# block 1

**Block 1: metal 2**

Scale: 1.5 px per µm.
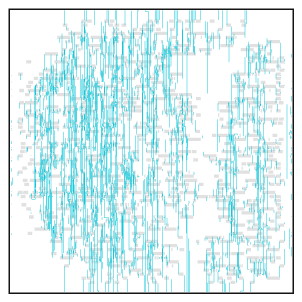

--- src/rtl/instruction_fetch_unit_pkg.sv ---
// Shared definitions for the IF stage and the decode stage downstream of it:
// fetch FSM state encoding, the NOP word that fills an empty IF/ID register,
// and the instruction field positions that decode also slices.
package instruction_fetch_unit_pkg;

    typedef logic [1:0] fetch_state_t;

    localparam fetch_state_t ST_FETCH   = 2'd0;
    localparam fetch_state_t ST_DISCARD = 2'd1;
    localparam fetch_state_t ST_HOLD    = 2'd2;

    localparam logic [31:0] NOP_INSTR = 32'h0000_0000;

    localparam int OPCODE_MSB = 31;
    localparam int OPCODE_LSB = 26;
    localparam int FUNCT_MSB  = 5;
    localparam int FUNCT_LSB  = 0;

    function automatic logic [5:0] opcode_of(input logic [31:0] instr);
        return instr[OPCODE_MSB:OPCODE_LSB];
    endfunction

    function automatic logic [5:0] funct_of(input logic [31:0] instr);
        return instr[FUNCT_MSB:FUNCT_LSB];
    endfunction

endpackage

--- src/rtl/instruction_fetch_unit_if.sv ---
// Instruction-memory request bus. The fetch unit is the master; the memory
// completes a request in any cycle where imem_req and imem_ready are both high.
interface instruction_fetch_unit_if #(parameter int PC_W = 32);
    logic [PC_W-1:0] imem_addr;
    logic            imem_req;
    logic [31:0]     imem_data;
    logic            imem_ready;

    modport master (output imem_addr, output imem_req, input imem_data, input imem_ready);
    modport slave  (input imem_addr, input imem_req, output imem_data, output imem_ready);
endinterface

--- src/rtl/instruction_fetch_unit_if_id_pipe_reg.sv ---
// IF/ID pipeline register. Flush only drops the valid bit (the payload is
// don't-care once invalid); load captures a new instruction; otherwise it holds.
module instruction_fetch_unit_if_id_pipe_reg
    import instruction_fetch_unit_pkg::*;
#(
    parameter int PC_W = 32
) (
    input  logic            clk,
    input  logic            rst,
    input  logic            load,
    input  logic            flush,
    input  logic [31:0]     load_instr,
    input  logic [PC_W-1:0] load_pc_plus4,
    output logic [31:0]     instr,
    output logic [PC_W-1:0] pc_plus4,
    output logic            valid
);

    // Flush wins over load so a redirect can never leak a stale instruction.
    always_ff @(posedge clk or posedge rst) begin
        if (rst) begin
            instr    <= NOP_INSTR;
            pc_plus4 <= '0;
            valid    <= 1'b0;
        end else if (flush) begin
            valid <= 1'b0;
        end else if (load) begin
            instr    <= load_instr;
            pc_plus4 <= load_pc_plus4;
            valid    <= 1'b1;
        end
    end

endmodule

--- src/rtl/instruction_fetch_unit.sv ---
// IF stage of the 5-stage MIPS pipeline: PC, instruction-memory handshake and
// the IF/ID register feeding decode. Redirect always beats Stall.
// Optional build macro IFETCH_PERF_CNT_EN adds fetch_count / stall_cycles.
module instruction_fetch_unit
    import instruction_fetch_unit_pkg::*;
#(
    parameter int              PC_W     = 32,
    parameter logic [PC_W-1:0] RESET_PC = '0
) (
    input  logic                     clk,
    input  logic                     rst,
    instruction_fetch_unit_if.master imem,
    input  logic                     stall,
    input  logic                     redirect,
    input  logic [PC_W-1:0]          redirect_pc,
    output logic [31:0]              if_id_instr,
    output logic [PC_W-1:0]          if_id_pc_plus4,
    output logic                     if_id_valid,
    output logic [5:0]               opcode,
    output logic [5:0]               func_code,
    output logic                     fetch_bubble
`ifdef IFETCH_PERF_CNT_EN
    ,
    output logic [31:0]              fetch_count,
    output logic [31:0]              stall_cycles
`endif
);

    fetch_state_t    state, state_next;
    logic [PC_W-1:0] pc, pc_next;
    logic [PC_W-1:0] req_addr, req_addr_next;
    logic [PC_W-1:0] req_addr_plus4;
    logic [PC_W-1:0] redirect_target;
    logic [31:0]     hold_instr;
    logic [PC_W-1:0] hold_pc_plus4;
    logic            hold_capture;
    logic            pipe_load;
    logic            pipe_flush;
    logic [31:0]     pipe_instr;
    logic [PC_W-1:0] pipe_pc_plus4;

    assign req_addr_plus4  = req_addr + PC_W'(4);
    assign redirect_target = redirect_pc & ~PC_W'(3);

    assign imem.imem_addr = req_addr;
    assign imem.imem_req  = !rst && (state == ST_FETCH || state == ST_DISCARD);

    // Next-state decode: FETCH streams, DISCARD drains a request orphaned by a
    // redirect (its address must not move), HOLD parks a word accepted under stall.
    always_comb begin
        state_next    = state;
        pc_next       = pc;
        req_addr_next = req_addr;
        pipe_load     = 1'b0;
        pipe_flush    = 1'b0;
        hold_capture  = 1'b0;
        pipe_instr    = imem.imem_data;
        pipe_pc_plus4 = req_addr_plus4;
        case (state)
            ST_FETCH: begin
                if (imem.imem_ready) begin
                    if (redirect) begin
                        pc_next       = redirect_target;
                        req_addr_next = redirect_target;
                        pipe_flush    = 1'b1;
                    end else if (stall) begin
                        hold_capture = 1'b1;
                        pc_next      = req_addr_plus4;
                        state_next   = ST_HOLD;
                    end else begin
                        pipe_load     = 1'b1;
                        pc_next       = req_addr_plus4;
                        req_addr_next = req_addr_plus4;
                    end
                end else if (redirect) begin
                    pc_next    = redirect_target;
                    pipe_flush = 1'b1;
                    state_next = ST_DISCARD;
                end else if (!stall) begin
                    pipe_flush = 1'b1;
                end
            end
            ST_DISCARD: begin
                pipe_flush = 1'b1;
                if (redirect) begin
                    pc_next = redirect_target;
                end
                if (imem.imem_ready) begin
                    req_addr_next = redirect ? redirect_target : pc;
                    state_next    = ST_FETCH;
                end
            end
            ST_HOLD: begin
                if (redirect) begin
                    pc_next       = redirect_target;
                    req_addr_next = redirect_target;
                    pipe_flush    = 1'b1;
                    state_next    = ST_FETCH;
                end else if (!stall) begin
                    pipe_load     = 1'b1;
                    pipe_instr    = hold_instr;
                    pipe_pc_plus4 = hold_pc_plus4;
                    req_addr_next = pc;
                    state_next    = ST_FETCH;
                end
            end
            default: begin
                state_next = ST_FETCH;
            end
        endcase
    end

    // Fetch FSM state, PC, request address and the one-word hold buffer.
    always_ff @(posedge clk or posedge rst) begin
        if (rst) begin
            state         <= ST_FETCH;
            pc            <= RESET_PC;
            req_addr      <= RESET_PC;
            hold_instr    <= NOP_INSTR;
            hold_pc_plus4 <= '0;
        end else begin
            state    <= state_next;
            pc       <= pc_next;
            req_addr <= req_addr_next;
            if (hold_capture) begin
                hold_instr    <= imem.imem_data;
                hold_pc_plus4 <= req_addr_plus4;
            end
        end
    end

    instruction_fetch_unit_if_id_pipe_reg #(.PC_W(PC_W)) u_if_id (
        .clk           (clk),
        .rst           (rst),
        .load          (pipe_load),
        .flush         (pipe_flush),
        .load_instr    (pipe_instr),
        .load_pc_plus4 (pipe_pc_plus4),
        .instr         (if_id_instr),
        .pc_plus4      (if_id_pc_plus4),
        .valid         (if_id_valid)
    );

    assign opcode       = opcode_of(if_id_instr);
    assign func_code    = funct_of(if_id_instr);
    assign fetch_bubble = ~if_id_valid;

`ifdef IFETCH_PERF_CNT_EN
    // Performance counters: instructions delivered to IF/ID and stalled cycles.
    always_ff @(posedge clk or posedge rst) begin
        if (rst) begin
            fetch_count  <= '0;
            stall_cycles <= '0;
        end else begin
            if (pipe_load && !pipe_flush) begin
                fetch_count <= fetch_count + 32'd1;
            end
            if (stall) begin
                stall_cycles <= stall_cycles + 32'd1;
            end
        end
    end
`endif

endmodule

--- src/flat_wrapper.sv ---
// flat-port wrapper written by rule: the top's interface ports become plain ports
module instruction_fetch_unit_flat import instruction_fetch_unit_pkg::*;
#(
    parameter int              PC_W     = 32,
    parameter logic [PC_W-1:0] RESET_PC = '0
)
  (clk, rst, stall, redirect, redirect_pc, if_id_instr, if_id_pc_plus4, if_id_valid, opcode, func_code, fetch_bubble, imem_imem_addr, imem_imem_req, imem_imem_data, imem_imem_ready);
  instruction_fetch_unit_if #(.PC_W(PC_W)) imem_i ();
  input  logic clk;
  input  logic rst;
  input  logic stall;
  input  logic redirect;
  input  logic [PC_W-1:0] redirect_pc;
  output logic [31:0] if_id_instr;
  output logic [PC_W-1:0] if_id_pc_plus4;
  output logic if_id_valid;
  output logic [5:0] opcode;
  output logic [5:0] func_code;
  output logic fetch_bubble;
  output wire logic [$bits(imem_i.imem_addr)-1:0] imem_imem_addr;
  output wire logic [$bits(imem_i.imem_req)-1:0] imem_imem_req;
  input wire logic [$bits(imem_i.imem_data)-1:0] imem_imem_data;
  input wire logic [$bits(imem_i.imem_ready)-1:0] imem_imem_ready;
  assign imem_imem_addr = imem_i.imem_addr;
  assign imem_imem_req = imem_i.imem_req;
  assign imem_i.imem_data = imem_imem_data;
  assign imem_i.imem_ready = imem_imem_ready;
  instruction_fetch_unit #(.PC_W(PC_W), .RESET_PC(RESET_PC)) u_core (.clk(clk), .rst(rst), .imem(imem_i), .stall(stall), .redirect(redirect), .redirect_pc(redirect_pc), .if_id_instr(if_id_instr), .if_id_pc_plus4(if_id_pc_plus4), .if_id_valid(if_id_valid), .opcode(opcode), .func_code(func_code), .fetch_bubble(fetch_bubble));
endmodule
--- config.mk ---
export PLATFORM = sky130hd
export DESIGN_NAME = instruction_fetch_unit_flat
export DESIGN_NICKNAME = d
export VERILOG_FILES = /design/src/rtl/instruction_fetch_unit_pkg.sv /design/src/rtl/instruction_fetch_unit_if.sv /design/src/rtl/instruction_fetch_unit_if_id_pipe_reg.sv /design/src/rtl/instruction_fetch_unit.sv /design/src/flat_wrapper.sv
export SDC_FILE = /design/constraint.sdc
export NUM_CORES = 1
export LEC_CHECK = 0
export ABC_CLOCK_PERIOD_IN_PS = 13300
export CORE_MARGIN = 5
export CORE_UTILIZATION = 30
export DETAILED_ROUTE_END_ITERATION = 12
export PLACE_DENSITY_LB_ADDON = 0.12
export SYNTH_ARGS = -nofsm -noshare
export SYNTH_HDL_FRONTEND = slang
export SYNTH_SLANG_ARGS = --single-unit
--- constraint.sdc ---
create_clock -name clk -period 13.3 [get_ports clk]
set_clock_uncertainty 0.2 [all_clocks]
set_input_delay 1.995 -clock clk [delete_from_list [all_inputs] [get_ports clk]]
set_output_delay 1.995 -clock clk [all_outputs]
set_load 0.01 [all_outputs]
# block 2

$ cat src/rtl/alu_seq_pkg.sv
// rtl/alu_seq_pkg.sv - shared opcode, state and flag definitions for the sequential ALU
package alu_seq_pkg;

    typedef enum logic [2:0] {
        OP_ADD = 3'd0,
        OP_SUB = 3'd1,
        OP_AND = 3'd2,
        OP_OR  = 3'd3,
        OP_XOR = 3'd4,
        OP_SHL = 3'd5,
        OP_SHR = 3'd6,
        OP_MUL = 3'd7
    } op_e;

    typedef enum logic [1:0] {
        S_IDLE = 2'd0,
        S_MUL  = 2'd1,
        S_OUT  = 2'd2
    } state_e;

    // Bit positions inside the {overflow, negative, carry, zero} flag vector
    localparam int FLG_Z = 0;
    localparam int FLG_C = 1;
    localparam int FLG_N = 2;
    localparam int FLG_V = 3;

endpackage

$ cat src/rtl/alu_seq_mul.sv
// rtl/alu_seq_mul.sv - iterative shift-add unsigned multiplier, one partial product per cycle
module alu_seq_mul #(
    parameter int WIDTH = 8
) (
    input  logic               clk,
    input  logic               rst,
    input  logic               start_i,
    input  logic [WIDTH-1:0]   a_i,
    input  logic [WIDTH-1:0]   b_i,
    output logic               done_o,
    output logic [2*WIDTH-1:0] product_o
);
    localparam int SHW = $clog2(WIDTH);
    localparam int CW  = SHW + 1;

    logic [2*WIDTH-1:0] mcand_q;
    logic [WIDTH-1:0]   mplier_q;
    logic [2*WIDTH-1:0] prod_q;
    logic [CW-1:0]      count_q;
    logic               busy_q;

    // done is held for exactly one cycle: the core consumes the product and busy drops
    assign done_o    = busy_q && (count_q == CW'(WIDTH));
    assign product_o = prod_q;

    // Load on start, then add the shifted multiplicand whenever the current multiplier LSB is set
    always_ff @(posedge clk or posedge rst) begin
        if (rst) begin
            mcand_q  <= '0;
            mplier_q <= '0;
            prod_q   <= '0;
            count_q  <= '0;
            busy_q   <= 1'b0;
        end else if (start_i) begin
            mcand_q  <= {{WIDTH{1'b0}}, a_i};
            mplier_q <= b_i;
            prod_q   <= '0;
            count_q  <= '0;
            busy_q   <= 1'b1;
        end else if (busy_q && !done_o) begin
            if (mplier_q[0]) begin
                prod_q <= prod_q + mcand_q;
            end
            mcand_q  <= mcand_q << 1;
            mplier_q <= mplier_q >> 1;
            count_q  <= count_q + CW'(1);
        end else if (done_o) begin
            busy_q <= 1'b0;
        end
    end

endmodule

$ cat src/rtl/alu_seq_core.sv
// rtl/alu_seq_core.sv - registered ALU with valid/ready handshakes and a multi-cycle MUL
module alu_seq_core
    import alu_seq_pkg::*;
#(
    parameter int WIDTH = 8
) (
    input  logic               clk,
    input  logic               rst,
    input  logic               in_valid,
    output logic               in_ready,
    input  logic [WIDTH-1:0]   in_a,
    input  logic [WIDTH-1:0]   in_b,
    input  logic [2:0]         in_op,
    output logic               out_valid,
    input  logic               out_ready,
    output logic [2*WIDTH-1:0] out_result,
    output logic [3:0]         out_flags
);
    localparam int SHW = $clog2(WIDTH);

    state_e             state_q, state_d;
    logic [2*WIDTH-1:0] result_q, result_d;
    logic [3:0]         flags_q, flags_d;

    logic               accept;
    logic               mul_start;
    logic               mul_done;
    logic [2*WIDTH-1:0] mul_product;

    logic [WIDTH-1:0]   alu_r;
    logic               alu_c;
    logic               alu_v;
    logic [WIDTH:0]     add_w;
    logic [WIDTH:0]     sub_w;
    logic [WIDTH:0]     shl_w;
    logic [WIDTH:0]     shr_w;
    logic [SHW-1:0]     sh;

    assign in_ready   = (state_q == S_IDLE) || ((state_q == S_OUT) && out_ready);
    assign accept     = in_valid && in_ready;
    assign out_valid  = (state_q == S_OUT);
    assign out_result = result_q;
    assign out_flags  = flags_q;

    alu_seq_mul #(.WIDTH(WIDTH)) u_mul (
        .clk       (clk),
        .rst       (rst),
        .start_i   (mul_start),
        .a_i       (in_a),
        .b_i       (in_b),
        .done_o    (mul_done),
        .product_o (mul_product)
    );

    // Single-cycle datapath; the extra bit in each wide term carries the carry/borrow/shifted-out bit
    always_comb begin
        sh    = in_b[SHW-1:0];
        add_w = {1'b0, in_a} + {1'b0, in_b};
        sub_w = {1'b0, in_a} - {1'b0, in_b};
        shl_w = {1'b0, in_a} << sh;
        shr_w = {in_a, 1'b0} >> sh;
        alu_r = '0;
        alu_c = 1'b0;
        alu_v = 1'b0;
        case (op_e'(in_op))
            OP_ADD: begin
                alu_r = add_w[WIDTH-1:0];
                alu_c = add_w[WIDTH];
                alu_v = (in_a[WIDTH-1] == in_b[WIDTH-1]) && (add_w[WIDTH-1] != in_a[WIDTH-1]);
            end
            OP_SUB: begin
                alu_r = sub_w[WIDTH-1:0];
                alu_c = sub_w[WIDTH];
                alu_v = (in_a[WIDTH-1] != in_b[WIDTH-1]) && (sub_w[WIDTH-1] != in_a[WIDTH-1]);
            end
            OP_AND: alu_r = in_a & in_b;
            OP_OR:  alu_r = in_a | in_b;
            OP_XOR: alu_r = in_a ^ in_b;
            OP_SHL: begin
                alu_r = shl_w[WIDTH-1:0];
                alu_c = shl_w[WIDTH];
            end
            OP_SHR: begin
                alu_r = shr_w[WIDTH:1];
                alu_c = shr_w[0];
            end
            default: begin
                alu_r = '0;
                alu_c = 1'b0;
            end
        endcase
    end

    // Next state, result capture and MUL launch; OUT with out_ready behaves like IDLE for accepts
    always_comb begin
        state_d   = state_q;
        result_d  = result_q;
        flags_d   = flags_q;
        mul_start = 1'b0;
        case (state_q)
            S_IDLE, S_OUT: begin
                if (accept) begin
                    if (op_e'(in_op) == OP_MUL) begin
                        mul_start = 1'b1;
                        state_d   = S_MUL;
                    end else begin
                        result_d         = {{WIDTH{1'b0}}, alu_r};
                        flags_d[FLG_Z]   = (alu_r == '0);
                        flags_d[FLG_C]   = alu_c;
                        flags_d[FLG_N]   = alu_r[WIDTH-1];
                        flags_d[FLG_V]   = alu_v;
                        state_d          = S_OUT;
                    end
                end else if (state_q == S_OUT && out_ready) begin
                    state_d = S_IDLE;
                end
            end
            S_MUL: begin
                if (mul_done) begin
                    result_d       = mul_product;
                    flags_d[FLG_Z] = (mul_product == '0);
                    flags_d[FLG_C] = (mul_product[2*WIDTH-1:WIDTH] != '0);
                    flags_d[FLG_N] = mul_product[2*WIDTH-1];
                    flags_d[FLG_V] = 1'b0;
                    state_d        = S_OUT;
                end
            end
            default: state_d = S_IDLE;
        endcase
    end

    // State and output registers; reset discards any held result
    always_ff @(posedge clk or posedge rst) begin
        if (rst) begin
            state_q  <= S_IDLE;
            result_q <= '0;
            flags_q  <= '0;
        end else begin
            state_q  <= state_d;
            result_q <= result_d;
            flags_q  <= flags_d;
        end
    end

endmodule

$ cat config.mk
export PLATFORM = sky130hd
export DESIGN_NAME = alu_seq_core
export DESIGN_NICKNAME = d
export VERILOG_FILES = /design/src/rtl/alu_seq_pkg.sv /design/src/rtl/alu_seq_mul.sv /design/src/rtl/alu_seq_core.sv
export SDC_FILE = /design/constraint.sdc
export NUM_CORES = 1
export LEC_CHECK = 0
export CAP_MARGIN = 5
export CORE_MARGIN = 2
export CORE_UTILIZATION = 37
export DETAILED_ROUTE_END_ITERATION = 16
export DONT_BUFFER_PORTS = 1
export REMOVE_ABC_BUFFERS = 1
export SETUP_SLACK_MARGIN = 0.5
export SLEW_MARGIN = 5
export SYNTH_ARGS = -nofsm -noshare
export SYNTH_HDL_FRONTEND = slang
export SYNTH_HIERARCHICAL = 1
export SYNTH_SLANG_ARGS = --single-unit
$ cat constraint.sdc
create_clock -name clk -period 5.6 [get_ports clk]
set_input_delay 0.84 -clock clk [delete_from_list [all_inputs] [get_ports clk]]
set_output_delay 0.84 -clock clk [all_outputs]
set_load 0.02 [all_outputs]
**Block 2: metal 2**

Scale: 2 px per µm.
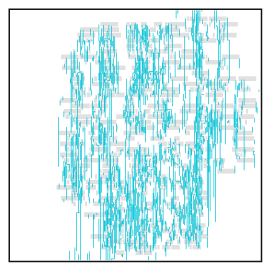
share of all routed wire: 46%
wire length on this layer: 6,490 µm
longest straight run: 52.4 µm
final wirelength: 14,200 µm
total number of vias: 4,537

**Block 2: metal 4**

Scale: 3 px per µm. Supply wires on this layer in grey.
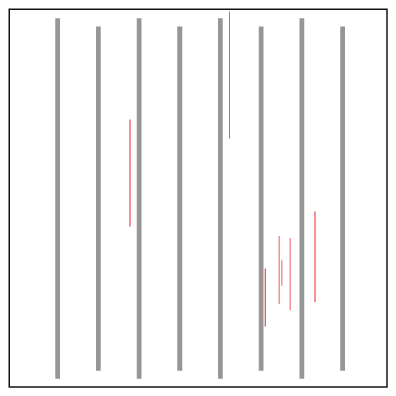
nets with wire on the layer: 7
main direction: vertical

==> impl_summary.log, block 2 <==
[flow] summary of implementation run
[metrics] endpoint of the lowest-slack register-to-register path: u_mul/product_o[14]$_DFFE_PP0P_
[metrics] power attributed to sequential cells: 821 µW
[metrics] setup slack of the critical path after layout: 2.87 ns
[metrics] kind of cell with the highest combined delay on the critical path: AND-OR/OR-AND gates
[metrics] non-clock buffer contribution to total cell area: 0.00390
[metrics] post-synthesis instance area: 5460 µm²
[metrics] FMAX: 0.366 GHz
[metrics] antenna-violating nets left: 0
[metrics] total power draw: between 2 and 2.5 mW
[metrics] fraction of met1 tracks used by global routing: 0.249
[metrics] average footprint of a synthesized cell: 8.69 µm²
[metrics] proportion of netlist area held by the largest area contributor: 0.307
[metrics] Core Footprint: 14,500 µm²
[metrics] leading cell types in the layout, fill and taps excluded: 102 x nand2_1, 67 x dfrtp_1, 55 x o21ai_0
[metrics] registers: 67
[metrics] total number of nets in the final design: 675
[metrics] count of routing violations after the opening detailed-route iteration: 449
[metrics] xor+xnor area frac: 0.0353
[metrics] switching power: 885 µW
[metrics] final critical-path required period: 2.73 ns
[metrics] number of cell instances after yosys synthesis: 628
[metrics] multiplexer fraction of the synthesized cell area: 0.0874
[metrics] Max Fanout on Critical Path: 12
[metrics] outcome: complete, no violations
[metrics] number of antenna violations at the first check in global routing: 0
==> block 2: flip-flops by register name, summed over array words and instances, names as in the netlist <==
register         flops
u_mul/mplier_q       8
state_q              2
out_flags            4
u_mul/busy_q         1
u_mul/mcand_q       16
out_result          16
u_mul/count_q        4
u_mul/product_o     16
==> block 2: per-stage QoR <==
step | hold WS [ns] | area, µm²
finish | 0.541 | 5780
floorplan | 0.485 | 5240
global placement | 0.522 | 5510
global route | 0.578 | 5780
detailed placement | 0.535 | 5510
CTS | 0.547 | 5780
**Block 1: metal 4**

Scale: 2 px per µm. Supply wires on this layer in grey.
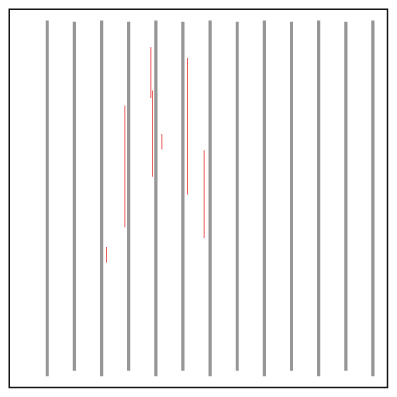
main direction: vertical
nets with wire on the layer: 5
wire length on this layer: 255 µm
final wirelength: 30,000 µm
total number of vias: 7,976

**Block 1: signal wires on met3**

Scale: 2 px per µm.
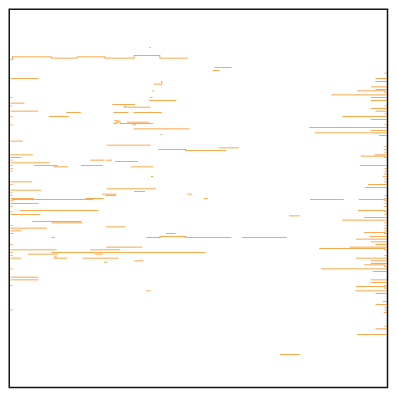
wire length on this layer: 1,660 µm
main direction: horizontal

## Picture notes: 'metal 2' of block 1
main direction: vertical
wire length on this layer: 13,300 µm
share of all routed wire: 44%
global-route met2 utilization: 0.259

==> impl_summary.log, block 1 <==
[flow] summary of implementation run
[metrics] vias in the first global route: 7,654
[metrics] AO/OA Area Share: 0.192
[metrics] top cell type by instance count after synthesis: dfrtp_1
[metrics] CP Class: primary input to primary output
[metrics] Max-Cap Viols: 0
[metrics] YS chip area: 9540 µm²
[metrics] non-clock buffer contribution to total cell area: 0.154
[metrics] crit path cell chain: clkdlybuf4s50_1 > nor2_1 > clkdlybuf4s50_1
[metrics] fraction of met1 tracks used by global routing: 0.250
[metrics] registers: roughly 200
[metrics] routability congestion estimate from global placement: 0.772
[metrics] outcome: complete, no violations
[metrics] average footprint of a synthesized cell: 9.52 µm²
[metrics] multi-input logic portion of the cell area: 0.348
[metrics] crit end category: primary output
[metrics] adder and majority gate portion of the synthesized area: 0.00656
[metrics] total number of nets in the final design: 1,195
[metrics] unrepaired setup endpoints after global routing: no
[metrics] wire length of the first global-routing pass: 47,500 µm
[metrics] Max Fanout on Critical Path: 2
[metrics] leakage power figure: 4.86 nW
[metrics] Least-Margin Pin Slew: 1.10 ns
[metrics] register bit count reported by yosys: 195
block 1: metrics by stage:
stage	hold WS [ns]	cell area, µm²	cells	worst slack [ns]
3_3_place_gp	0.256	11500	1504	7.92
3_5_place_dp	0.265	11500	1504	7.93
5_1_grt	0.303	12100	1536	7.88
2_1_floorplan	0.245	9540	1002	5.79
4_1_cts	0.282	12100	1536	7.91
6_report	0.277	12100	1536	7.92
block 1: cell families after synthesis:
kind of cell / count (synthesis)
simple gates: 354
compound gates: 274
flops: 195
buf+inv: 107
mux: 39
xor+xnor: 28
fa+ha+maj: 5


==> screenshots <==
Met1 routing.
panel A
Scale: 2 px per µm. Supply wires on this layer in grey.
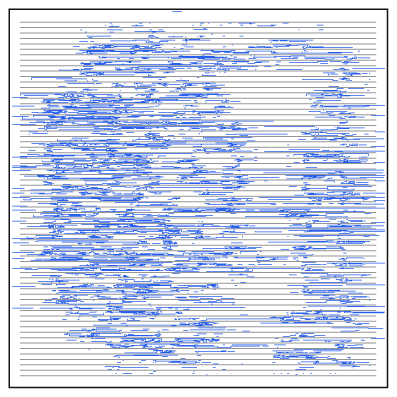
panel B
Scale: 3 px per µm. Supply wires on this layer in grey.
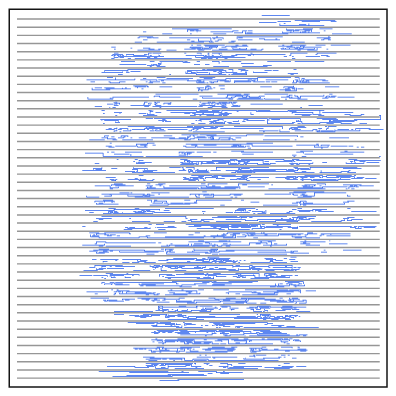
Panel B is block 2.
Panel A is block 1.
- largest die: panel A

Key to panel A:
main direction: horizontal
longest straight run: 81.0 µm
share of all routed wire: 49%
nets with wire on the layer: 1,059

Power and IR drop assume default switching activity.
